# block 1

**src/rtl/uart_fifo_core.sv**
```systemverilog
// uart_fifo_core: single-clock UART with TX and RX FIFOs on the CPU side.
// Bit timing is derived from clk by a down-counting baud timer.
// Ports:
//   clk, rst_n                system clock, async active-low reset
//   rxd / txd                 serial in (async, idle high) / serial out (idle high)
//   wrreq, wdata              push into TX FIFO (dropped when tx_full)
//   tx_full, tx_level         TX FIFO status
//   rdreq, rdata              pop RX FIFO / show-ahead head
//   rx_empty, rx_level        RX FIFO status
//   frame_err, parity_err     1-cycle error pulses from the receiver
//   overrun, err_clr          sticky RX-overflow flag and its clear

// Synchronous FIFO with registered flags and a registered show-ahead head.
// Ports: push_i/wdata_i write, pop_i read, head_o current head,
//        full_o/empty_o/level_o status.
module uart_fifo_sync #(
    parameter int DEPTH     = 16,
    parameter int WIDTH     = 8,
    parameter bit PASS_FULL = 1'b0   // accept a push on full when a pop frees a slot
) (
    input  logic                   clk,
    input  logic                   rst_n,
    input  logic                   push_i,
    input  logic [WIDTH-1:0]       wdata_i,
    input  logic                   pop_i,
    output logic [WIDTH-1:0]       head_o,
    output logic                   full_o,
    output logic                   empty_o,
    output logic [$clog2(DEPTH):0] level_o
);
    localparam int AW = $clog2(DEPTH);
    localparam int LW = AW + 1;

    logic [WIDTH-1:0] mem_q [DEPTH];
    logic [AW-1:0]    wr_ptr_q, wr_ptr_d, rd_ptr_q, rd_ptr_d;
    logic [LW-1:0]    level_q, level_d;
    logic             full_q, full_d, empty_q, empty_d;
    logic [WIDTH-1:0] head_q, head_d;
    logic             push_ok, pop_ok;

    always_comb begin
        pop_ok   = pop_i & ~empty_q;
        push_ok  = push_i & (~full_q | (PASS_FULL & pop_ok));
        wr_ptr_d = wr_ptr_q + AW'(push_ok);
        rd_ptr_d = rd_ptr_q + AW'(pop_ok);
        level_d  = level_q + LW'(push_ok) - LW'(pop_ok);
        full_d   = (level_d == LW'(DEPTH));
        empty_d  = (level_d == '0);
        // Head tracks the next entry; it is the incoming word when nothing older
        // remains after this cycle's pop, and it holds its value once empty.
        head_d   = head_q;
        if (!empty_d) begin
            if (push_ok && (level_q == LW'(pop_ok))) head_d = wdata_i;
            else                                     head_d = mem_q[rd_ptr_d];
        end
    end

    always_ff @(posedge clk) begin
        if (push_ok) mem_q[wr_ptr_q] <= wdata_i;
    end

    always_ff @(posedge clk or negedge rst_n) begin
        if (!rst_n) begin
            wr_ptr_q <= '0;
            rd_ptr_q <= '0;
            level_q  <= '0;
            full_q   <= 1'b0;
            empty_q  <= 1'b1;
            head_q   <= '0;
        end else begin
            wr_ptr_q <= wr_ptr_d;
            rd_ptr_q <= rd_ptr_d;
            level_q  <= level_d;
            full_q   <= full_d;
            empty_q  <= empty_d;
            head_q   <= head_d;
        end
    end

    assign head_o  = head_q;
    assign full_o  = full_q;
    assign empty_o = empty_q;
    assign level_o = level_q;
endmodule

// TX FSM                          | RX FSM
// state  | meaning                | state  | meaning
// IDLE   | line high, await data  | IDLE   | await synchronised 1->0
// START  | drive start bit        | START  | half-bit recheck of start
// DATA   | drive data, LSB first  | DATA   | sample data at bit centres
// PARITY | drive parity bit       | PARITY | sample parity bit
// STOP   | drive stop bit(s)      | STOP   | sample first stop bit
//                                 | BREAK  | bad stop, wait for line high
module uart_fifo_core #(
    parameter int CLKS_PER_BIT = 868,
    parameter int DATA_BITS    = 8,
    parameter int PARITY       = 0,
    parameter int STOP_BITS    = 1,
    parameter int FIFO_DEPTH   = 16
) (
    input  logic                        clk,
    input  logic                        rst_n,
    input  logic                        rxd,
    output logic                        txd,
    input  logic                        wrreq,
    input  logic [DATA_BITS-1:0]        wdata,
    output logic                        tx_full,
    output logic [$clog2(FIFO_DEPTH):0] tx_level,
    input  logic                        rdreq,
    output logic [DATA_BITS-1:0]        rdata,
    output logic                        rx_empty,
    output logic [$clog2(FIFO_DEPTH):0] rx_level,
    output logic                        frame_err,
    output logic                        parity_err,
    output logic                        overrun,
    input  logic                        err_clr
);
    localparam int CW = $clog2(CLKS_PER_BIT);
    localparam int BW = $clog2(DATA_BITS + 1);
    localparam logic [CW-1:0] BAUD_FULL = CW'(CLKS_PER_BIT - 1);
    localparam logic [CW-1:0] BAUD_HALF = CW'(CLKS_PER_BIT / 2 - 1);
    localparam logic          ODD       = (PARITY == 2);

    typedef enum logic [2:0] {TX_IDLE, TX_START, TX_DATA, TX_PARITY, TX_STOP} tx_state_e;
    typedef enum logic [2:0] {RX_IDLE, RX_START, RX_DATA, RX_PARITY, RX_STOP, RX_BREAK} rx_state_e;

    // ---------------- TX ----------------
    tx_state_e            tx_state_q, tx_state_d;
    logic [CW-1:0]        tx_baud_q, tx_baud_d;
    logic [BW-1:0]        tx_bit_q, tx_bit_d;
    logic [DATA_BITS-1:0] tx_shreg_q, tx_shreg_d;
    logic                 tx_par_q, tx_par_d;
    logic                 tx_pop, tx_empty, tx_tick;
    logic [DATA_BITS-1:0] tx_head;

    uart_fifo_sync #(.DEPTH(FIFO_DEPTH), .WIDTH(DATA_BITS), .PASS_FULL(1'b0)) u_tx_fifo (
        .clk(clk), .rst_n(rst_n), .push_i(wrreq), .wdata_i(wdata), .pop_i(tx_pop),
        .head_o(tx_head), .full_o(tx_full), .empty_o(tx_empty), .level_o(tx_level)
    );

    always_ff @(posedge clk or negedge rst_n) begin
        if (!rst_n) begin
            tx_state_q <= TX_IDLE;
            tx_baud_q  <= '0;
            tx_bit_q   <= '0;
            tx_shreg_q <= '0;
            tx_par_q   <= 1'b0;
        end else begin
            tx_state_q <= tx_state_d;
            tx_baud_q  <= tx_baud_d;
            tx_bit_q   <= tx_bit_d;
            tx_shreg_q <= tx_shreg_d;
            tx_par_q   <= tx_par_d;
        end
    end

    always_comb begin
        tx_state_d = tx_state_q;
        tx_baud_d  = tx_baud_q;
        tx_bit_d   = tx_bit_q;
        tx_shreg_d = tx_shreg_q;
        tx_par_d   = tx_par_q;
        tx_pop     = 1'b0;
        tx_tick    = (tx_baud_q == '0);
        if (!tx_tick) tx_baud_d = tx_baud_q - CW'(1);
        case (tx_state_q)
            TX_IDLE:  tx_pop = ~tx_empty;
            TX_START: if (tx_tick) begin
                tx_state_d = TX_DATA;
                tx_baud_d  = BAUD_FULL;
                tx_bit_d   = BW'(DATA_BITS - 1);
            end
            TX_DATA: if (tx_tick) begin
                tx_baud_d = BAUD_FULL;
                if (tx_bit_q == '0) begin
                    tx_state_d = (PARITY != 0) ? TX_PARITY : TX_STOP;
                    tx_bit_d   = BW'(STOP_BITS - 1);
                end else begin
                    tx_bit_d   = tx_bit_q - BW'(1);
                    tx_shreg_d = tx_shreg_q >> 1;
                end
            end
            TX_PARITY: if (tx_tick) begin
                tx_state_d = TX_STOP;
                tx_baud_d  = BAUD_FULL;
            end
            TX_STOP: if (tx_tick) begin
                if (tx_bit_q == '0) begin
                    // Chain straight into the next start bit when data is waiting.
                    tx_pop     = ~tx_empty;
                    tx_state_d = TX_IDLE;
                end else begin
                    tx_bit_d  = tx_bit_q - BW'(1);
                    tx_baud_d = BAUD_FULL;
                end
            end
            default: tx_state_d = TX_IDLE;
        endcase
        if (tx_pop) begin
            tx_state_d = TX_START;
            tx_baud_d  = BAUD_FULL;
            tx_shreg_d = tx_head;
            tx_par_d   = (^tx_head) ^ ODD;
        end
    end

    // Decoded from registered state so the async reset forces the line high at once.
    always_comb begin
        case (tx_state_q)
            TX_START:  txd = 1'b0;
            TX_DATA:   txd = tx_shreg_q[0];
            TX_PARITY: txd = tx_par_q;
            default:   txd = 1'b1;
        endcase
    end

    // ---------------- RX ----------------
    rx_state_e            rx_state_q, rx_state_d;
    logic                 rx_s1_q, rx_s2_q, rx_prev_q;
    logic [CW-1:0]        rx_baud_q, rx_baud_d;
    logic [BW-1:0]        rx_bit_q, rx_bit_d;
    logic [DATA_BITS-1:0] rx_shreg_q, rx_shreg_d;
    logic                 rx_parbit_q, rx_parbit_d;
    logic                 rx_push_q, rx_push_d;
    logic                 frame_err_q, frame_err_d, parity_err_q, parity_err_d;
    logic                 overrun_q, overrun_d;
    logic                 rx_tick, rx_full;

    uart_fifo_sync #(.DEPTH(FIFO_DEPTH), .WIDTH(DATA_BITS), .PASS_FULL(1'b1)) u_rx_fifo (
        .clk(clk), .rst_n(rst_n), .push_i(rx_push_q), .wdata_i(rx_shreg_q), .pop_i(rdreq),
        .head_o(rdata), .full_o(rx_full), .empty_o(rx_empty), .level_o(rx_level)
    );

    always_ff @(posedge clk or negedge rst_n) begin
        if (!rst_n) begin
            rx_s1_q      <= 1'b1;
            rx_s2_q      <= 1'b1;
            rx_prev_q    <= 1'b1;
            rx_state_q   <= RX_IDLE;
            rx_baud_q    <= '0;
            rx_bit_q     <= '0;
            rx_shreg_q   <= '0;
            rx_parbit_q  <= 1'b0;
            rx_push_q    <= 1'b0;
            frame_err_q  <= 1'b0;
            parity_err_q <= 1'b0;
            overrun_q    <= 1'b0;
        end else begin
            rx_s1_q      <= rxd;
            rx_s2_q      <= rx_s1_q;
            rx_prev_q    <= rx_s2_q;
            rx_state_q   <= rx_state_d;
            rx_baud_q    <= rx_baud_d;
            rx_bit_q     <= rx_bit_d;
            rx_shreg_q   <= rx_shreg_d;
            rx_parbit_q  <= rx_parbit_d;
            rx_push_q    <= rx_push_d;
            frame_err_q  <= frame_err_d;
            parity_err_q <= parity_err_d;
            overrun_q    <= overrun_d;
        end
    end

    always_comb begin
        rx_state_d   = rx_state_q;
        rx_baud_d    = rx_baud_q;
        rx_bit_d     = rx_bit_q;
        rx_shreg_d   = rx_shreg_q;
        rx_parbit_d  = rx_parbit_q;
        rx_push_d    = 1'b0;
        frame_err_d  = 1'b0;
        parity_err_d = 1'b0;
        rx_tick      = (rx_baud_q == '0);
        if (!rx_tick) rx_baud_d = rx_baud_q - CW'(1);
        case (rx_state_q)
            RX_IDLE: if (rx_prev_q && !rx_s2_q) begin
                rx_state_d = RX_START;
                rx_baud_d  = BAUD_HALF;
            end
            RX_START: if (rx_tick) begin
                if (rx_s2_q) rx_state_d = RX_IDLE;
                else begin
                    rx_state_d = RX_DATA;
                    rx_baud_d  = BAUD_FULL;
                    rx_bit_d   = BW'(DATA_BITS - 1);
                end
            end
            RX_DATA: if (rx_tick) begin
                rx_shreg_d = {rx_s2_q, rx_shreg_q[DATA_BITS-1:1]};
                rx_baud_d  = BAUD_FULL;
                if (rx_bit_q == '0) rx_state_d = (PARITY != 0) ? RX_PARITY : RX_STOP;
                else                rx_bit_d   = rx_bit_q - BW'(1);
            end
            RX_PARITY: if (rx_tick) begin
                rx_parbit_d = rx_s2_q;
                rx_baud_d   = BAUD_FULL;
                rx_state_d  = RX_STOP;
            end
            RX_STOP: if (rx_tick) begin
                if (!rx_s2_q) begin
                    frame_err_d = 1'b1;
                    rx_state_d  = RX_BREAK;
                end else begin
                    rx_state_d = RX_IDLE;
                    if ((PARITY != 0) && (rx_parbit_q != ((^rx_shreg_q) ^ ODD))) parity_err_d = 1'b1;
                    else                                                        rx_push_d    = 1'b1;
                end
            end
            RX_BREAK: if (rx_s2_q) rx_state_d = RX_IDLE;
            default:  rx_state_d = RX_IDLE;
        endcase
        // A new loss outranks a clear arriving in the same cycle.
        overrun_d = (rx_push_q & rx_full & ~rdreq) | (overrun_q & ~err_clr);
    end

    always_comb begin
        frame_err  = frame_err_q;
        parity_err = parity_err_q;
        overrun    = overrun_q;
    end
endmodule

```
**config.mk**
```make
export PLATFORM = sky130hd
export DESIGN_NAME = uart_fifo_core
export DESIGN_NICKNAME = d
export VERILOG_FILES = /design/src/rtl/uart_fifo_core.sv
export SDC_FILE = /design/constraint.sdc
export NUM_CORES = 1
export LEC_CHECK = 0
export ABC_AREA = 1
export CORE_MARGIN = 5
export CORE_UTILIZATION = 35
export CTS_CLUSTER_DIAMETER = 150
export DETAILED_ROUTE_END_ITERATION = 16
export DONT_BUFFER_PORTS = 1
export SYNTH_ARGS = -nofsm -noshare
export SYNTH_HDL_FRONTEND = slang
export SYNTH_SLANG_ARGS = --single-unit
```
**constraint.sdc**
```tcl
create_clock -name clk -period 3.4 [get_ports clk]
set_input_delay 0.68 -clock clk [delete_from_list [all_inputs] [get_ports clk]]
set_output_delay 0.68 -clock clk [all_outputs]
set_load 0.01 [all_outputs]
```
# block 2

==> config.mk <==
export PLATFORM = sky130hd
export DESIGN_NAME = inst_seq_ctrl
export DESIGN_NICKNAME = d
export VERILOG_FILES = /design/src/rtl/param_pkg.sv /design/src/rtl/mem_wdt.sv /design/src/rtl/inst_seq_ctrl.sv
export SDC_FILE = /design/constraint.sdc
export NUM_CORES = 1
export LEC_CHECK = 0
export ABC_AREA = 1
export CORE_ASPECT_RATIO = 1.25
export CORE_MARGIN = 3
export CORE_UTILIZATION = 40
export CTS_BUF_LIST = sky130_fd_sc_hd__clkbuf_2 sky130_fd_sc_hd__clkbuf_4 sky130_fd_sc_hd__clkbuf_8
export DETAILED_ROUTE_END_ITERATION = 6
export HOLD_SLACK_MARGIN = 0.08
export PLACE_DENSITY = 0.69
export SLEW_MARGIN = 20
export SYNTH_ARGS = -nofsm -noshare
export SYNTH_HDL_FRONTEND = slang
export SYNTH_SLANG_ARGS = --single-unit
==> constraint.sdc <==
create_clock -name i_clk -period 2.14 [get_ports i_clk]
set_clock_uncertainty 0.2 [all_clocks]
set_input_delay 0.428 -clock i_clk [delete_from_list [all_inputs] [get_ports i_clk]]
set_output_delay 0.428 -clock i_clk [all_outputs]
set_load 0.1 [all_outputs]
==> src/rtl/param_pkg.sv <==
// Shared constants for the instruction sequencer: FSM states,
// trap causes, decoder class codes and opcode values.
package param_pkg;

  typedef enum logic [2:0] {
    S_IDLE   = 3'd0,
    S_FETCH  = 3'd1,
    S_DECODE = 3'd2,
    S_EXEC   = 3'd3,
    S_MEM    = 3'd4,
    S_WB     = 3'd5,
    S_TRAP   = 3'd6
  } state_e;

  localparam logic [3:0] CAUSE_IF_TO    = 4'd1;
  localparam logic [3:0] CAUSE_ILLEGAL  = 4'd2;
  localparam logic [3:0] CAUSE_BREAK    = 4'd3;
  localparam logic [3:0] CAUSE_LD_TO    = 4'd5;
  localparam logic [3:0] CAUSE_ST_TO    = 4'd7;
  localparam logic [3:0] CAUSE_IRQ      = 4'd8;
  localparam logic [3:0] CAUSE_ECALL    = 4'd11;

  // Class codes reported by the decoder on i_inst_typ
  localparam logic [6:0] TYP_UNK = 7'd0;
  localparam logic [6:0] TYP_R   = 7'd1;
  localparam logic [6:0] TYP_I   = 7'd2;
  localparam logic [6:0] TYP_S   = 7'd3;
  localparam logic [6:0] TYP_B   = 7'd4;
  localparam logic [6:0] TYP_U   = 7'd5;
  localparam logic [6:0] TYP_J   = 7'd6;
  localparam logic [6:0] TYP_CSR = 7'd7;
  localparam logic [6:0] TYP_F   = 7'd8;
  localparam logic [6:0] TYP_SYS = 7'd9;

  localparam logic [6:0] OP_LOAD   = 7'b0000011;
  localparam logic [6:0] OP_OPIMM  = 7'b0010011;
  localparam logic [6:0] OP_STORE  = 7'b0100011;
  localparam logic [6:0] OP_OP     = 7'b0110011;
  localparam logic [6:0] OP_BRANCH = 7'b1100011;
  localparam logic [6:0] OP_JALR   = 7'b1100111;
  localparam logic [6:0] OP_JAL    = 7'b1101111;
  localparam logic [6:0] OP_SYSTEM = 7'b1110011;

  localparam logic [1:0] PC_SEQ  = 2'd0;
  localparam logic [1:0] PC_TGT  = 2'd1;
  localparam logic [1:0] PC_TRAP = 2'd2;

  function automatic logic typ_writes_rd(input logic [6:0] typ);
    return typ inside {TYP_R, TYP_I, TYP_U, TYP_J, TYP_CSR};
  endfunction

endpackage

==> src/rtl/mem_wdt.sv <==
// Wait-cycle watchdog for imem/dmem handshakes.
// expired_o flags the last permitted cycle without an ack.
module mem_wdt #(
  parameter int unsigned LIMIT = 255
) (
  input  logic clk,
  input  logic rst_n,
  input  logic clear_i,
  input  logic count_i,
  output logic expired_o
);

  localparam logic [7:0] LAST = 8'(LIMIT - 1);

  logic [7:0] cnt_q, cnt_d;

  always_comb begin
    cnt_d = cnt_q;
    if (clear_i) begin
      cnt_d = '0;
    end else if (count_i) begin
      cnt_d = cnt_q + 8'd1;
    end
  end

  always_ff @(posedge clk or negedge rst_n) begin
    if (!rst_n) begin
      cnt_q <= '0;
    end else begin
      cnt_q <= cnt_d;
    end
  end

  assign expired_o = count_i && (cnt_q == LAST);

endmodule

==> src/rtl/inst_seq_ctrl.sv <==
// Multi-cycle instruction sequencer: fetch, decode, execute,
// memory, writeback and trap control with retire counting.
module inst_seq_ctrl
  import param_pkg::*;
#(
  parameter int unsigned XLEN        = 32,
  parameter int unsigned MEM_TIMEOUT = 255
) (
  input  logic            i_clk,
  input  logic            i_rst_n,
  input  logic            i_en,
  output logic [2:0]      o_state,
  output logic            o_imem_req,
  input  logic            i_imem_ack,
  input  logic [XLEN-1:0] i_instr,
  output logic [XLEN-1:0] o_ir,
  output logic            o_dec_en,
  input  logic [6:0]      i_inst_typ,
  input  logic [6:0]      i_opcode,
  input  logic            i_br_taken,
  output logic            o_alu_en,
  output logic            o_dmem_req,
  output logic            o_dmem_we,
  input  logic            i_dmem_ack,
  output logic            o_rf_we,
  output logic            o_pc_we,
  output logic            o_retire,
  output logic            o_trap,
  output logic [1:0]      o_pc_sel,
  output logic [3:0]      o_trap_cause,
  output logic [XLEN-1:0] o_instret,
  input  logic            i_irq
);

  state_e          state_q, state_d;
  logic [XLEN-1:0] ir_q, instret_q;
  logic [6:0]      typ_q, op_q;
  logic            taken_q;
  logic [3:0]      cause_q, cause_d;
  logic            in_wait, ack, wdt_exp;

  assign in_wait = (state_q == S_FETCH) || (state_q == S_MEM);
  assign ack     = (state_q == S_FETCH) ? i_imem_ack : i_dmem_ack;

  // Held at zero outside FETCH/MEM, so each entry starts fresh
  mem_wdt #(.LIMIT(MEM_TIMEOUT)) u_wdt (
    .clk      (i_clk),
    .rst_n    (i_rst_n),
    .clear_i  (!in_wait),
    .count_i  (in_wait && !ack),
    .expired_o(wdt_exp)
  );

  always_comb begin
    state_d    = state_q;
    cause_d    = cause_q;
    o_imem_req = 1'b0;
    o_dec_en   = 1'b0;
    o_alu_en   = 1'b0;
    o_dmem_req = 1'b0;
    o_dmem_we  = 1'b0;
    o_rf_we    = 1'b0;
    o_pc_we    = 1'b0;
    o_retire   = 1'b0;
    o_trap     = 1'b0;
    o_pc_sel   = PC_SEQ;
    unique case (state_q)
      S_IDLE: begin
        if (i_en) state_d = S_FETCH;
      end
      S_FETCH: begin
        o_imem_req = 1'b1;
        if (i_imem_ack) begin
          state_d = S_DECODE;
        end else if (wdt_exp) begin
          state_d = S_TRAP;
          cause_d = CAUSE_IF_TO;
        end
      end
      S_DECODE: begin
        o_dec_en = 1'b1;
        if (i_inst_typ == TYP_UNK) begin
          state_d = S_TRAP;
          cause_d = CAUSE_ILLEGAL;
        end else if (i_inst_typ == TYP_SYS &&
                     ir_q[14:12] == 3'd0) begin
          state_d = S_TRAP;
          cause_d = ir_q[20] ? CAUSE_BREAK : CAUSE_ECALL;
        end else begin
          state_d = S_EXEC;
        end
      end
      S_EXEC: begin
        o_alu_en = 1'b1;
        if (typ_q == TYP_S || op_q == OP_LOAD) state_d = S_MEM;
        else                                   state_d = S_WB;
      end
      S_MEM: begin
        o_dmem_req = 1'b1;
        o_dmem_we  = (typ_q == TYP_S);
        if (i_dmem_ack) begin
          state_d = S_WB;
        end else if (wdt_exp) begin
          state_d = S_TRAP;
          cause_d = (typ_q == TYP_S) ? CAUSE_ST_TO : CAUSE_LD_TO;
        end
      end
      S_WB: begin
        o_pc_we  = 1'b1;
        o_retire = 1'b1;
        o_rf_we  = typ_writes_rd(typ_q);
        if (typ_q == TYP_J || op_q == OP_JALR ||
            (typ_q == TYP_B && taken_q)) begin
          o_pc_sel = PC_TGT;
        end
        if (i_irq) begin
          state_d = S_TRAP;
          cause_d = CAUSE_IRQ;
        end else if (i_en) begin
          state_d = S_FETCH;
        end else begin
          state_d = S_IDLE;
        end
      end
      S_TRAP: begin
        o_trap   = 1'b1;
        o_pc_we  = 1'b1;
        o_pc_sel = PC_TRAP;
        state_d  = i_en ? S_FETCH : S_IDLE;
      end
      default: state_d = S_IDLE;
    endcase
  end

  always_ff @(posedge i_clk or negedge i_rst_n) begin
    if (!i_rst_n) begin
      state_q   <= S_IDLE;
      ir_q      <= '0;
      instret_q <= '0;
      cause_q   <= '0;
      typ_q     <= TYP_UNK;
      op_q      <= '0;
      taken_q   <= 1'b0;
    end else begin
      state_q <= state_d;
      cause_q <= cause_d;
      if (state_q == S_FETCH && i_imem_ack) ir_q <= i_instr;
      if (state_q == S_DECODE) begin
        typ_q <= i_inst_typ;
        op_q  <= i_opcode;
      end
      if (state_q == S_EXEC) taken_q <= i_br_taken;
      if (state_q == S_WB) instret_q <= instret_q + XLEN'(1);
    end
  end

  assign o_state      = state_q;
  assign o_ir         = ir_q;
  assign o_instret    = instret_q;
  assign o_trap_cause = cause_q;

endmodule

# block 3

**src/rtl/wb_ram_ctrl_pkg.sv**
```systemverilog
// Shared definitions for the Wishbone RAM front-end.
// Holds the FSM state encoding and the log2 helper.
// The ROM front-end can reuse both.
package wb_ram_ctrl_pkg;

    typedef enum logic [2:0] {
        IDLE = 3'd0,
        RD   = 3'd1,
        RMW  = 3'd2,
        ACK  = 3'd3,
        ERR  = 3'd4
    } state_t;

    // Ceiling log2 for parameter derivation; returns 0 for values <= 1
    function automatic int unsigned log2(input int unsigned value);
        int unsigned r;
        r = 0;
        for (int unsigned i = 0; i < 32; i++) begin
            if ((64'd1 << i) < 64'(value)) begin
                r = i + 1;
            end
        end
        return r;
    endfunction

endpackage

```
**src/rtl/wb_ram_ctrl_byte_merge.sv**
```systemverilog
// Per-byte-lane merge.
// A lane whose select bit is set takes its byte from new_data.
// A lane whose select bit is clear keeps its byte from old_data.
module byte_merge #(
    parameter  int unsigned WIDTH = 32,
    localparam int unsigned SELW  = WIDTH / 8
) (
    input  logic [WIDTH-1:0] old_data,
    input  logic [WIDTH-1:0] new_data,
    input  logic [SELW-1:0]  sel,
    output logic [WIDTH-1:0] merged
);

    // Lane-wise select between the stored word and the bus write data
    always_comb begin
        merged = old_data;
        for (int unsigned i = 0; i < SELW; i++) begin
            if (sel[i]) begin
                merged[8*i +: 8] = new_data[8*i +: 8];
            end
        end
    end

endmodule

```
**src/rtl/wb_ram_ctrl.sv**
```systemverilog
// Wishbone classic slave in front of a synchronous RAM.
// The RAM has a 1-cycle registered read and no byte enables.
// Partial-word writes are done as read-modify-write.
module wb_ram_ctrl
    import wb_ram_ctrl_pkg::*;
#(
    parameter  int unsigned RAM_WORDS_SIZE  = 256,
    parameter  int unsigned RAM_WORDS_WIDTH = 32,
    parameter  int unsigned WB_ADDR_WIDTH   = 32,
    localparam int unsigned SELW            = RAM_WORDS_WIDTH / 8,
    localparam int unsigned OFS             = log2(SELW),
    localparam int unsigned AW              = log2(RAM_WORDS_SIZE)
) (
    input  logic                       clk_i,
    input  logic                       rst_n_i,
    input  logic                       wb_cyc_i,
    input  logic                       wb_stb_i,
    input  logic                       wb_we_i,
    input  logic [WB_ADDR_WIDTH-1:0]   wb_adr_i,
    input  logic [RAM_WORDS_WIDTH-1:0] wb_dat_i,
    input  logic [SELW-1:0]            wb_sel_i,
    output logic [RAM_WORDS_WIDTH-1:0] wb_dat_o,
    output logic                       wb_ack_o,
    output logic                       wb_err_o,
    output logic                       ram_we_o,
    output logic [RAM_WORDS_WIDTH-1:0] ram_data_o,
    output logic [AW-1:0]              ram_w_addr_o,
    output logic [AW-1:0]              ram_r_addr_o,
    input  logic [RAM_WORDS_WIDTH-1:0] ram_data_i
);

    state_t                     state_q, state_d;
    logic [AW-1:0]              idx_q, idx_d;
    logic                       we_q, we_d;
    logic [SELW-1:0]            sel_q, sel_d;
    logic [RAM_WORDS_WIDTH-1:0] wdat_q, wdat_d;
    logic [RAM_WORDS_WIDTH-1:0] rdat_q, rdat_d;

    logic                       req;
    logic                       out_of_range;
    logic [AW-1:0]              adr_idx;
    logic                       ram_we;
    logic [RAM_WORDS_WIDTH-1:0] ram_data;
    logic [RAM_WORDS_WIDTH-1:0] merged;
    logic                       unused_adr_lsb;

    // Byte-offset bits select a lane via wb_sel_i, not an address
    assign unused_adr_lsb = ^wb_adr_i[OFS-1:0];

    byte_merge #(
        .WIDTH (RAM_WORDS_WIDTH)
    ) u_merge (
        .old_data (ram_data_i),
        .new_data (wdat_q),
        .sel      (sel_q),
        .merged   (merged)
    );

    // Next-state, request latch and RAM write-port control
    always_comb begin
        req          = wb_cyc_i & wb_stb_i;
        adr_idx      = wb_adr_i[OFS +: AW];
        out_of_range = |wb_adr_i[WB_ADDR_WIDTH-1:OFS+AW];
        state_d      = state_q;
        idx_d        = idx_q;
        we_d         = we_q;
        sel_d        = sel_q;
        wdat_d       = wdat_q;
        rdat_d       = rdat_q;
        ram_we       = 1'b0;
        ram_data     = merged;
        case (state_q)
            IDLE: begin
                if (req) begin
                    idx_d  = adr_idx;
                    we_d   = wb_we_i;
                    sel_d  = wb_sel_i;
                    wdat_d = wb_dat_i;
                    if (out_of_range) begin
                        state_d = ERR;
                    end else if (!wb_we_i) begin
                        state_d = RD;
                    end else if (wb_sel_i == '1) begin
                        ram_we   = 1'b1;
                        ram_data = wb_dat_i;
                        state_d  = ACK;
                    end else if (wb_sel_i == '0) begin
                        state_d = ACK;
                    end else begin
                        state_d = RMW;
                    end
                end
            end
            RD: begin
                if (!wb_cyc_i) begin
                    state_d = IDLE;
                end else begin
                    rdat_d  = ram_data_i;
                    state_d = ACK;
                end
            end
            RMW: begin
                if (!wb_cyc_i) begin
                    state_d = IDLE;
                end else begin
                    ram_we  = we_q;
                    state_d = ACK;
                end
            end
            default: state_d = IDLE;
        endcase
    end

    // State and latched request registers
    always_ff @(posedge clk_i or negedge rst_n_i) begin
        if (!rst_n_i) begin
            state_q <= IDLE;
            idx_q   <= '0;
            we_q    <= 1'b0;
            sel_q   <= '0;
            wdat_q  <= '0;
            rdat_q  <= '0;
        end else begin
            state_q <= state_d;
            idx_q   <= idx_d;
            we_q    <= we_d;
            sel_q   <= sel_d;
            wdat_q  <= wdat_d;
            rdat_q  <= rdat_d;
        end
    end

    // Output decode: ack/err follow the state, addresses bypass the latch in IDLE
    always_comb begin
        wb_dat_o     = rdat_q;
        wb_ack_o     = (state_q == ACK);
        wb_err_o     = (state_q == ERR);
        ram_we_o     = ram_we & rst_n_i;
        ram_data_o   = ram_data;
        ram_r_addr_o = (state_q == IDLE) ? adr_idx : idx_q;
        ram_w_addr_o = (state_q == IDLE) ? adr_idx : idx_q;
    end

endmodule

```
**config.mk**
```make
export PLATFORM = sky130hd
export DESIGN_NAME = wb_ram_ctrl
export DESIGN_NICKNAME = d
export VERILOG_FILES = /design/src/rtl/wb_ram_ctrl_pkg.sv /design/src/rtl/wb_ram_ctrl_byte_merge.sv /design/src/rtl/wb_ram_ctrl.sv
export SDC_FILE = /design/constraint.sdc
export NUM_CORES = 1
export LEC_CHECK = 0
export ABC_AREA = 0
export CELL_PAD_IN_SITES_DETAIL_PLACEMENT = 0
export CELL_PAD_IN_SITES_GLOBAL_PLACEMENT = 1
export CORE_MARGIN = 3
export CORE_UTILIZATION = 30
export CTS_BUF_LIST = sky130_fd_sc_hd__clkbuf_4
export CTS_CLUSTER_SIZE = 40
export DETAILED_ROUTE_END_ITERATION = 16
export PLACE_DENSITY = 0.79
export REMOVE_ABC_BUFFERS = 1
export SETUP_SLACK_MARGIN = 0.3
export SLEW_MARGIN = 10
export SYNTH_ARGS = -nofsm -noshare
export SYNTH_HDL_FRONTEND = slang
export SYNTH_SLANG_ARGS = --single-unit
export TNS_END_PERCENT = 30
```
**constraint.sdc**
```tcl
create_clock -name clk_i -period 3.6 [get_ports clk_i]
set_input_delay 1.08 -clock clk_i [delete_from_list [all_inputs] [get_ports clk_i]]
set_output_delay 1.08 -clock clk_i [all_outputs]
set_load 0.005 [all_outputs]
```
### Pin map, block 3

Pins as bars across the die edge, other pins in grey.
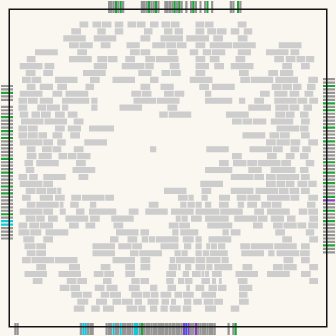
| colour | port | pins | direction | edge |
|---|---|---|---|---|
| cyan | ram_w_addr_o | 8 | output | 6 south, 2 west |
| purple | wb_sel_i | 4 | input | 3 south, 1 east |
| green | ram_data_o | 32 | output | 12 east, 9 north, 9 west, 2 south |
| blue | wb_stb_i | 1 | input | south |

==> Changelog: implementation, block 3 <==
### Metrics

- Critical R2R Capture: wdat_q[17]
- Count leader, synth: mux2_2
- Die Span X: 124 µm
- Cycle use final: 1.09
- FP Rows: approximately 42
- Failing checks: negative setup slack
- Yosys Instances: 282
- CTS Buf Count: 9
- Post-synthesis cell count: 282
- Syn Std Cell Area: between 4000 and 5000 µm²
- Dominant comb cell: multiplexers
- Final setup viols: 33
- DP Area: 6220 µm²
- Ys Warns: 0
- Hold depth: 1
- Status: finished, violations left
- Crit-path max cell delay: ~0.40 ns
- Nets: 581
- R2R Setup Slk: 1.62 ns
- CP max-delay cell: clkdlybuf4s50_1
- Mux share: 0.429
- Logic area: 2070 µm²
- Post-layout worst setup margin: -0.330 ns
- Flop count: 80
- RSZ-0062 raised after global routing: yes
- Yosys Chip Area: approximately 4200 µm²
- Simple share: 0.0368
- Filler instances: 1,222
-- block 3: logic make-up after synthesis --
group                     Yosys count
muxes                             149
DFF                                80
buffers and inverters              27
and+or+nand+nor                    19
AOI/OAI and AO/OA                   6
xor gates and xnor gates            1
-- block 3: registers in the layout (all words and copies together) (netlist names) --
register  flops
idx_q         8
sel_q         4
wdat_q       32
state_q       3
we_q          1
wb_dat_o     32
-- block 3: metal layers --
layer	wire length (µm)	GRT usage	vias up
li1	-	-	1412
met2	5740	0.260	106
met1	4590	0.180	1507
met3	864	0.0486	10
met4	136	0.0349	0
met5	0	0	-
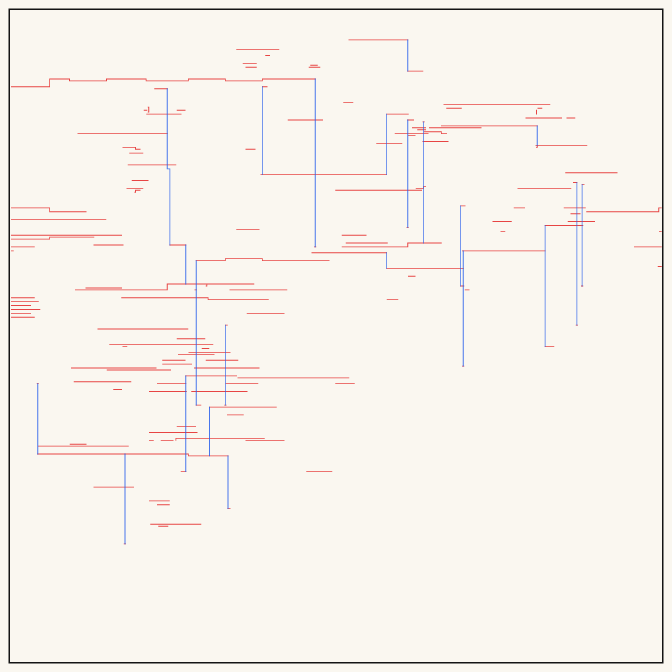
*Routed metal, one colour a layer, block 1*
Two of the layers only.
| colour | layer | wire length |
|---|---|---|
| blue | M4 | 680 µm |
| red | M3 | 1,850 µm |

==> Changelog: implementation, block 1 <==
### Metrics

- Status: completed
- Register area share after synthesis: 0.623
- Pre-Place Util: 0.354
- Peak supply drop: 0.000681 V
- EDFF count, synth: between 200 and 300
- Final setup viols: 0
- Async SR Flop Fraction: 0.287
- Clock Skew: 0.0280 ns
- Clk buf depth: 3
- Pre-Repair DR Iteration Count: 5
- Dpl hpwl: 24,200 µm
- Sequential Power Share: 0.407
- Critical path's top delay family: simple AND/OR/NAND/NOR gates
- Final Hold Fails: 0
- Worst path cell trace: inv_1 -> ha_2 -> nand3_2 -> nor2_4 -> nand4_1 -> nand2_2 -> ha_1 -> inv_1 -> ha_1 -> inv_1 -> fa_1 -> inv_1 -> or2_1 -> nor2_2 -> nand3_2 -> nor2_4 -> buf_12 -> nor2_1 -> nand2_1 -> nand2_1
- Worst-Margin Slew: 0.929 ns
- Cycle use final: 0.933
- CP Launch Type: flop
- Post-Layout Cell Count: 2,373
- Max Used Layer: met4
- Post-layout worst setup margin: 0.229 ns
- CP max-delay cell: fa_1
- Area share, top type: 0.466
==> block 1: flip-flops by register name, summed over array words and instances, names as in the netlist, 5 cells and up <==
register / flops
u_rx_fifo.mem_q: 128
rx_baud_q: 10
u_tx_fifo.level_o: 5
u_tx_fifo.mem_q: 128
u_rx_fifo.head_o: 8
rx_shreg_q: 8
u_tx_fifo.head_o: 8
tx_shreg_q: 8
tx_baud_q: 10
u_rx_fifo.level_o: 5
### Metal 3, block 2

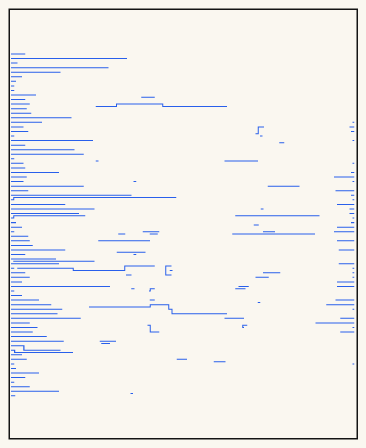
longest straight run: 48.3 µm
share of all routed wire: 8.8%
wire length on this layer: 1,160 µm

==> Changelog: implementation, block 2 <==
### Metrics

- Status: finished, violations left
- Failing checks: negative setup slack
- Met1 usage: 0.236
- Post-layout worst setup margin: -0.137 ns
- Wirelength per Cell: 13.9 µm
- Met1 wire length: 4960 µm
- Flop count: approximately 94
- Total power: 10.6 mW
- Initial antenna violation count: 0
- Cells on worst reg2reg path: 10
- Async SR Flop Fraction: 1.00
- Final setup viols: 6
- Tool warnings: 30
- DP Area: about 7000 µm²
- Unique cell types: 32
- Die Span X: 103 µm
[block 2: power groups by stage]
| stage | sequential [mW] | clock, mW | combinational [mW] |
|---|---|---|---|
| floorplan | 5.23 | 0 | 1.67 |
| global placement | 2.85 | 0 | 5.99 |
| detailed placement | 2.87 | 0 | 6.06 |
| CTS | 2.82 | 1.31 | 6.27 |
| global route | 2.91 | 1.39 | 6.80 |
| finish | 2.85 | 1.27 | 6.46 |
[block 2: worst min-delay path, stage by stage, from the launching register on]
cell	delay, ns
dfrtp_1	0.35
nand2_1	0.06
nand2_1	0.05

## Gallery

Track usage over the die.
image #1
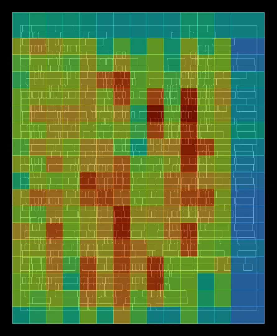
image #2
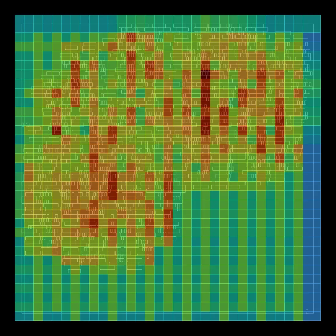
image #3
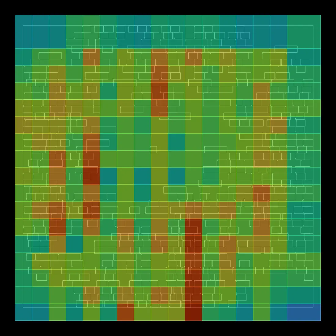
The one with the lowest utilization is image #2.
Block 1 is image #2.
Block 2 is image #1.
Block 3 is image #3.


# block 4

### Track usage over the die, block 4

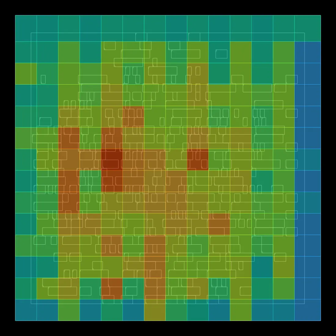

$ cat src/rtl/eth_ram_pkg.sv
// rtl/eth_ram_pkg.sv - shared types and constants for the Ethernet-to-HDMI frame RAM
package eth_ram_pkg;

    // RAM geometry shared by the Ethernet write side and the HDMI read side
    localparam int DEF_ADDR_WIDTH  = 13;
    localparam int DEF_FRAME_WORDS = 8192;

    // Per-packet start-address header length in bytes
    localparam int HDR_BYTES = 2;

    // Filler for the low byte of an odd trailing payload byte
    localparam logic [7:0] PAD_BYTE = 8'h00;

    typedef enum logic [1:0] {
        IDLE,
        HDR_LO,
        DATA_HI,
        DATA_LO
    } wr_state_t;

endpackage

$ cat src/rtl/eth_ram_wr_ctrl.sv
// rtl/eth_ram_wr_ctrl.sv - UDP payload to frame RAM write port (optional stats: ETH_RAM_WR_STAT_EN)
module eth_ram_wr_ctrl
    import eth_ram_pkg::*;
#(
    parameter int ADDR_WIDTH  = DEF_ADDR_WIDTH,
    parameter int FRAME_WORDS = DEF_FRAME_WORDS
) (
    input  logic                  wr_clk,
    input  logic                  wr_rst_n,
    input  logic                  rx_sop,
    input  logic                  rx_eop,
    input  logic                  rx_vld,
    input  logic [7:0]            rx_data,
    output logic                  wr_en,
    output logic [ADDR_WIDTH-1:0] wr_addr,
    output logic [15:0]           wr_data,
    output logic                  frame_done,
`ifdef ETH_RAM_WR_STAT_EN
    output logic [15:0]           pkt_cnt,
    output logic [15:0]           err_cnt,
    output logic [15:0]           frame_cnt,
`endif
    output logic                  hdr_err
);

    localparam logic [ADDR_WIDTH-1:0] LAST_ADDR = ADDR_WIDTH'(FRAME_WORDS - 1);

    wr_state_t             state;
    // Holds the header high byte in HDR_LO and the payload high byte in DATA_LO
    logic [7:0]            byte_latch;
    logic [ADDR_WIDTH-1:0] next_addr;
    logic [ADDR_WIDTH-1:0] addr_inc;
    logic [ADDR_WIDTH-1:0] start_addr;
    logic                  start_bad;
    logic                  do_write;
    logic                  pkt_end;
    logic [15:0]           wr_word;

    // Reserved header bits above ADDR_WIDTH fall off in the truncation
    assign start_addr = ADDR_WIDTH'({byte_latch, rx_data});
    assign start_bad  = 32'(start_addr) >= FRAME_WORDS;
    assign addr_inc   = (next_addr == LAST_ADDR) ? '0 : next_addr + ADDR_WIDTH'(1);

    // Decide whether the current byte completes a RAM word, and which word
    always_comb begin
        do_write = 1'b0;
        pkt_end  = 1'b0;
        wr_word  = {byte_latch, rx_data};
        if (rx_vld && !rx_sop) begin
            if (state == DATA_HI && rx_eop) begin
                do_write = 1'b1;
                pkt_end  = 1'b1;
                wr_word  = {rx_data, PAD_BYTE};
            end else if (state == DATA_LO) begin
                do_write = 1'b1;
                pkt_end  = rx_eop;
            end
        end
    end

    // Packet parser: header strip, byte pairing, error pulses
    always_ff @(posedge wr_clk or negedge wr_rst_n) begin
        if (!wr_rst_n) begin
            state      <= IDLE;
            byte_latch <= 8'h00;
            hdr_err    <= 1'b0;
        end else begin
            hdr_err <= 1'b0;
            if (rx_vld) begin
                if (rx_sop && rx_eop) begin
                    hdr_err <= 1'b1;
                    state   <= IDLE;
                end else if (rx_sop) begin
                    // A sop in any state restarts parsing; a pending high byte is dropped
                    byte_latch <= rx_data;
                    state      <= HDR_LO;
                end else begin
                    case (state)
                        IDLE: state <= IDLE;
                        HDR_LO: begin
                            if (rx_eop || start_bad) begin
                                hdr_err <= 1'b1;
                                state   <= IDLE;
                            end else begin
                                state <= DATA_HI;
                            end
                        end
                        DATA_HI: begin
                            byte_latch <= rx_data;
                            state      <= rx_eop ? IDLE : DATA_LO;
                        end
                        DATA_LO: state <= rx_eop ? IDLE : DATA_HI;
                        default: state <= IDLE;
                    endcase
                end
            end
        end
    end

    // RAM write port and wrapping word address counter
    always_ff @(posedge wr_clk or negedge wr_rst_n) begin
        if (!wr_rst_n) begin
            next_addr  <= '0;
            wr_en      <= 1'b0;
            wr_addr    <= '0;
            wr_data    <= 16'h0000;
            frame_done <= 1'b0;
        end else begin
            wr_en      <= 1'b0;
            frame_done <= 1'b0;
            if (rx_vld && !rx_sop && state == HDR_LO && !rx_eop && !start_bad) begin
                next_addr <= start_addr;
            end else if (do_write) begin
                wr_en      <= 1'b1;
                wr_addr    <= next_addr;
                wr_data    <= wr_word;
                frame_done <= (next_addr == LAST_ADDR);
                next_addr  <= addr_inc;
            end
        end
    end

`ifdef ETH_RAM_WR_STAT_EN
    // Free-running wrap-around statistics
    always_ff @(posedge wr_clk or negedge wr_rst_n) begin
        if (!wr_rst_n) begin
            pkt_cnt   <= 16'h0000;
            err_cnt   <= 16'h0000;
            frame_cnt <= 16'h0000;
        end else begin
            if (pkt_end) begin
                pkt_cnt <= pkt_cnt + 16'h0001;
            end
            if (hdr_err) begin
                err_cnt <= err_cnt + 16'h0001;
            end
            if (frame_done) begin
                frame_cnt <= frame_cnt + 16'h0001;
            end
        end
    end
`endif

endmodule

$ cat config.mk
export PLATFORM = sky130hd
export DESIGN_NAME = eth_ram_wr_ctrl
export DESIGN_NICKNAME = d
export VERILOG_FILES = /design/src/rtl/eth_ram_pkg.sv /design/src/rtl/eth_ram_wr_ctrl.sv
export SDC_FILE = /design/constraint.sdc
export NUM_CORES = 1
export LEC_CHECK = 0
export CELL_PAD_IN_SITES_DETAIL_PLACEMENT = 1
export CELL_PAD_IN_SITES_GLOBAL_PLACEMENT = 2
export CORE_MARGIN = 5
export CORE_UTILIZATION = 33
export DETAILED_ROUTE_END_ITERATION = 8
export HOLD_SLACK_MARGIN = 0.03
export MAX_ROUTING_LAYER = met4
export PLACE_DENSITY = 0.88
export RECOVER_POWER = 25
export SYNTH_ARGS = -nofsm -noshare
export SYNTH_HDL_FRONTEND = slang
export SYNTH_SLANG_ARGS = --single-unit
$ cat constraint.sdc
create_clock -name wr_clk -period 2.4 [get_ports wr_clk]
set_input_delay 0.36 -clock wr_clk [delete_from_list [all_inputs] [get_ports wr_clk]]
set_output_delay 0.36 -clock wr_clk [all_outputs]
set_load 0.005 [all_outputs]
# block 5

$ cat src/rtl/sram_controller.sv
// sram_controller: sequences 32-bit loads/stores onto a 16-bit async SRAM as two timed half-word phases
module sram_controller #(
    parameter int BASE_ADDR     = 1024,
    parameter int ACCESS_CYCLES = 2
) (
    input  logic        clk,
    input  logic        rst,
    input  logic        rd_en,
    input  logic        wr_en,
    input  logic [31:0] address,
    input  logic [31:0] write_data,
    output logic [31:0] read_data,
    output logic        ready,
    output logic [17:0] sram_addr,
    output logic [15:0] sram_dq_out,
    output logic        sram_dq_oe,
    input  logic [15:0] sram_dq_in,
    output logic        sram_we_n
);
    typedef enum logic [2:0] {IDLE, RD_LO, RD_HI, WR_LO, WR_HI, DONE} state_t;
    localparam logic [3:0] LAST = 4'(ACCESS_CYCLES - 1);
    state_t      state;
    logic [3:0]  cnt;
    logic [31:0] addr_q, data_q, off_in, off_q;
    logic [15:0] lo_q;
    logic        last;
    assign off_in = address - 32'(BASE_ADDR);
    assign off_q  = addr_q - 32'(BASE_ADDR);
    assign last   = cnt == LAST;
    assign ready  = (state == IDLE) ? ~(rd_en | wr_en) : (state == DONE);
    // bus outputs are registered: each edge loads the values for the state being entered
    always_ff @(posedge clk or posedge rst) begin
        if (rst) begin
            state       <= IDLE;
            cnt         <= 4'd0;
            addr_q      <= 32'd0;
            data_q      <= 32'd0;
            lo_q        <= 16'd0;
            read_data   <= 32'd0;
            sram_addr   <= 18'd0;
            sram_dq_out <= 16'd0;
            sram_dq_oe  <= 1'b0;
            sram_we_n   <= 1'b1;
        end else begin
            case (state)
                IDLE: if (rd_en | wr_en) begin
                    addr_q      <= address;
                    data_q      <= write_data;
                    cnt         <= 4'd0;
                    state       <= wr_en ? WR_LO : RD_LO;
                    sram_addr   <= {off_in[18:2], 1'b0};
                    sram_we_n   <= ~wr_en;
                    sram_dq_oe  <= wr_en;
                    sram_dq_out <= wr_en ? write_data[15:0] : 16'd0;
                end
                RD_LO, WR_LO: if (last) begin
                    cnt         <= 4'd0;
                    state       <= (state == WR_LO) ? WR_HI : RD_HI;
                    sram_addr   <= {off_q[18:2], 1'b1};
                    sram_dq_out <= (state == WR_LO) ? data_q[31:16] : 16'd0;
                    lo_q        <= (state == RD_LO) ? sram_dq_in : lo_q;
                end else begin
                    cnt <= cnt + 4'd1;
                end
                RD_HI, WR_HI: if (last) begin
                    cnt         <= 4'd0;
                    state       <= DONE;
                    sram_addr   <= 18'd0;
                    sram_dq_out <= 16'd0;
                    sram_dq_oe  <= 1'b0;
                    sram_we_n   <= 1'b1;
                    read_data   <= (state == RD_HI) ? {sram_dq_in, lo_q} : read_data;
                end else begin
                    cnt <= cnt + 4'd1;
                end
                default: state <= IDLE;
            endcase
        end
    end
endmodule

$ cat config.mk
export PLATFORM = sky130hd
export DESIGN_NAME = sram_controller
export DESIGN_NICKNAME = d
export VERILOG_FILES = /design/src/rtl/sram_controller.sv
export SDC_FILE = /design/constraint.sdc
export NUM_CORES = 1
export LEC_CHECK = 0
export CAP_MARGIN = 5
export CORE_MARGIN = 2
export CORE_UTILIZATION = 53
export CTS_BUF_LIST = sky130_fd_sc_hd__clkbuf_2
export DETAILED_ROUTE_END_ITERATION = 12
export PLACE_DENSITY = 0.87
export RECOVER_POWER = 50
export SLEW_MARGIN = 20
export SYNTH_ARGS = -nofsm -noshare
export SYNTH_HDL_FRONTEND = slang
export SYNTH_SLANG_ARGS = --single-unit
$ cat constraint.sdc
create_clock -name clk -period 11.6 [get_ports clk]
set_input_delay 2.9 -clock clk [delete_from_list [all_inputs] [get_ports clk]]
set_output_delay 2.9 -clock clk [all_outputs]
set_load 0.02 [all_outputs]

==> screenshots <==
Pin map.
Pins as bars across the die edge, other pins in grey.
panel A
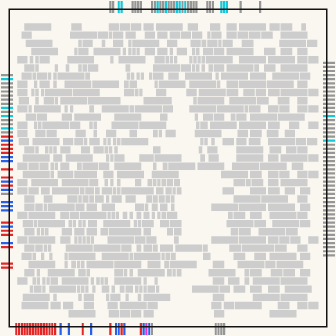
panel B
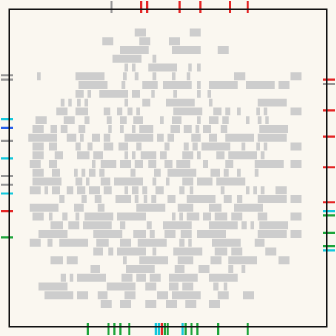
panel A: block 5
panel B: block 4
Of these, most pins: panel A

Key to panel A:
| colour | port | pins | direction | edge |
|---|---|---|---|---|
| magenta | rd_en | 1 | input | south |
| cyan | sram_dq_out | 16 | output | 10 north, 4 west, 2 east |
| blue | sram_addr | 18 | output | 10 west, 8 south |
| red | address | 32 | input | 19 south, 13 west |

### Register map, names as in the netlist, block 5

Other sequential cells in the stronger grey, the rest of the logic in the fainter grey.
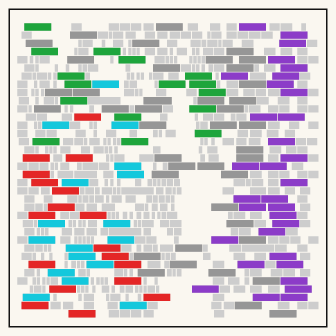
| colour | name in the netlist | sequential cells |
|---|---|---|
| red | sram_addr | 18 |
| purple | read_data | 32 |
| green | data_q | 16 |
| cyan | addr_q | 17 |
not coloured: 41

==> Changelog: implementation, block 5 <==
### Metrics

- Status: finished, violations left
- Failing checks: max-capacitance violations, max-slew violations
- Total gr overflow: 0
- CP endpoint: ready
- Dominant comb cell: multiplexers
- Antenna Cells: 0
- Vias in the first global route: ~4,000
- Die Height: between 100 and 150 µm
- Final-layout clock buffer total: 18
- Crit-path max cell delay: about 0.65 ns
- Final Max-Slew Violation Tally: 162
- Routability Congestion: 0.796
- N_taps: 133
- GR peak layer: met2
- Pint: 1.20 mW
- Max-cap viol count: 3
- Top cells by area: dfrtp_1 57%, mux2_4 8.6%, nand2_1 8.5%
- PostCTS Resize Cnt: 0
- WS Path Type: input port to output pin
- Crit. path cell count: 5
- Yosys xor share: 0.0114
- Worst Hold Launch: sram_we_n
## block 5: worst reg2reg max path, cell delays in order, from the launching register on
cell and delay (ns):
dfrtp_1 0.65, or3_4 0.25, or2_0 1.50, nand2_1 0.57, a22o_1 0.41
## block 5: through the flow
step,instance area [µm²],hold slack [ns],worst slack [ns],total power [mW]
after floorplan,5400,0.445,5.25,1.42
after global placement,6790,0.451,4.19,1.71
after detailed placement,6790,0.462,4.21,1.76
after CTS,7060,0.488,4.20,2.06
after global routing,6920,0.503,3.46,2.11
final,6920,0.481,4.14,1.98
### Metal 3, block 4

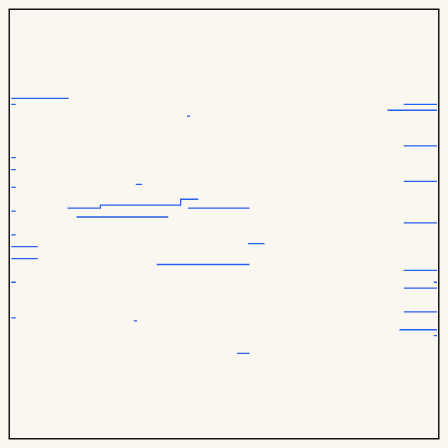
share of all routed wire: 3.0%
main direction: horizontal
nets with wire on the layer: 25

About 'Track usage over the die' of block 4:
met1 usage: 0.191
GRT met2 Usage: 0.240
Wirelength per Cell: 16.4 µm

==> Changelog: implementation, block 4 <==
### Metrics

- Final-layout clock buffer total: 6
- Share of cells above drive strength 1: 0.111
- Comb power: 0.809 mW
- Routed WL: 6570 µm
- Clock network area share: 0.0308
- Status: completed
- Max FFs per register: 16
- Clk latency late pin: between 0.3 and 0.4 ns
- WL met2: 3150 µm
- Die Span X: ~98 µm
- Simple share: 0.194
- Syn Std Cell Area: 2560 µm²
- Buffering overhead: 0.155
- Clk power: 0.553 mW
- Vias in the first global route: 2,206
- Drt via density: 5.08
- CP endpoint: next_addr[12]
- Root Buffer: clkbuf_8
- Final Max-Slew Violation Tally: 0
## block 4: cells in the final DEF, fill, tap and decap left out, types with 7 or more instances in the layout
cell             synthesis  final
nand2_1                 58     58
dfrtp_1                 55     55
clkdlybuf4s50_1          0     43
o21ai_1                 11     11
nor2_1                   9      9
mux2_2                   9      9
mux2i_1                  9      9
a22o_1                   9      9
nand3_1                  8      8
buf_4                    0      8
a22oi_1                  7      7
o21ai_0                  7      7
## block 4: worst max-delay path, delay by kind of cell, from the launching register on
family,cells,cell delay (ns)
adder cells (fa/ha/maj),1,0.29
flip-flops,1,0.47
AND/OR/NAND/NOR,3,0.86
multiplexers,1,0.33


## Gallery

Routed metal, one colour a layer.
Two of the layers only.
(a)
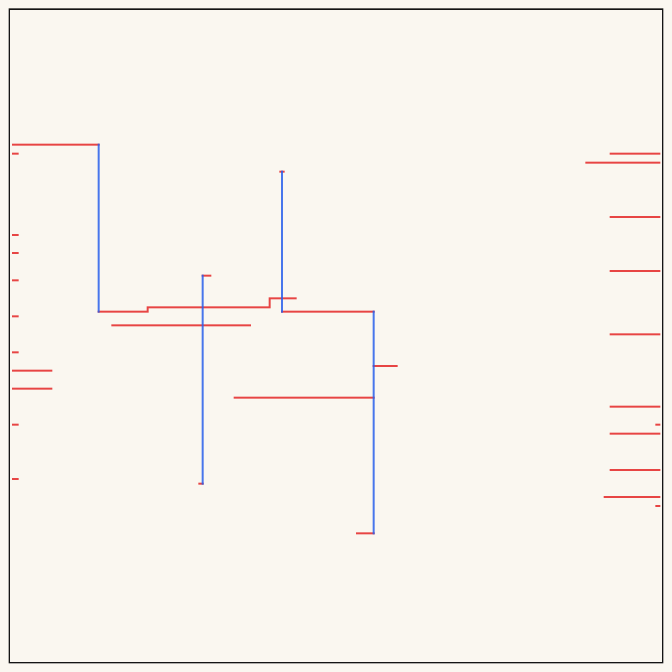
(b)
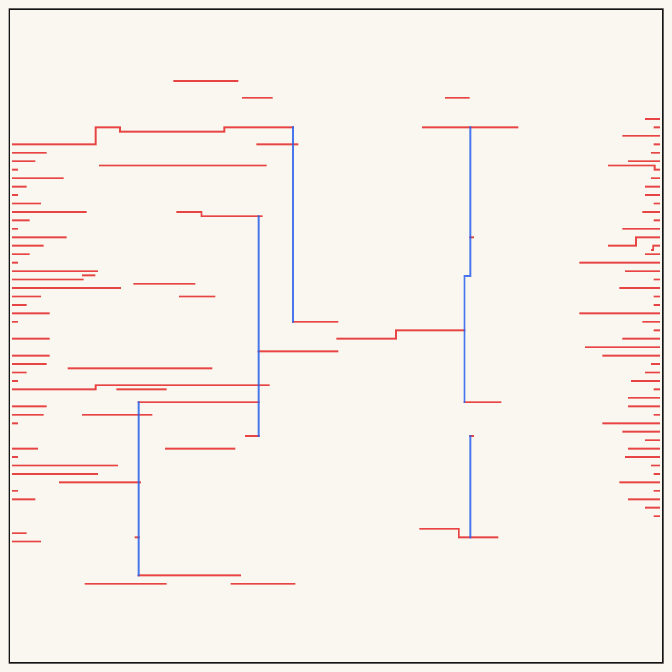
(c)
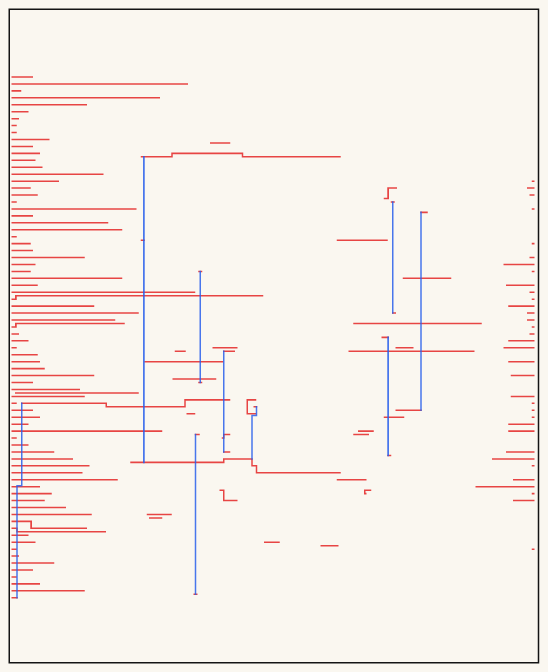
(d)
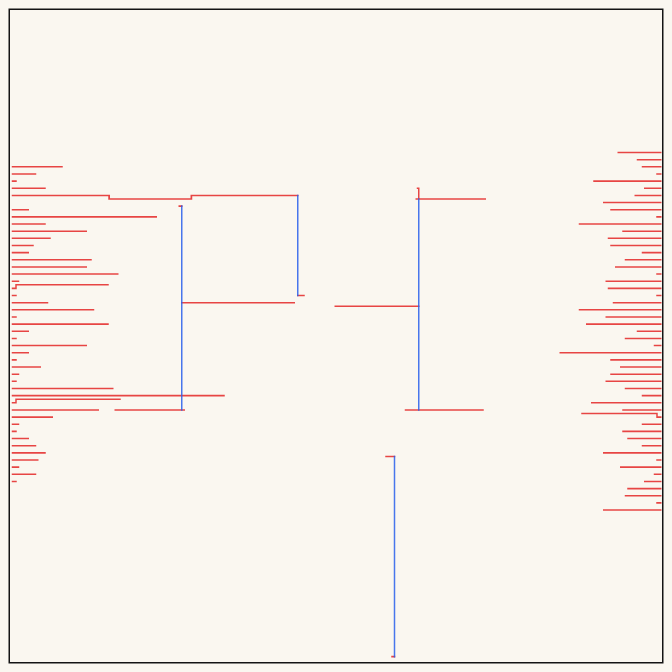
- block 5 = (b)
- block 4 = (a)
- block 3 = (d)
- block 2 = (c)

Power is estimated from default activity; no workload was simulated.
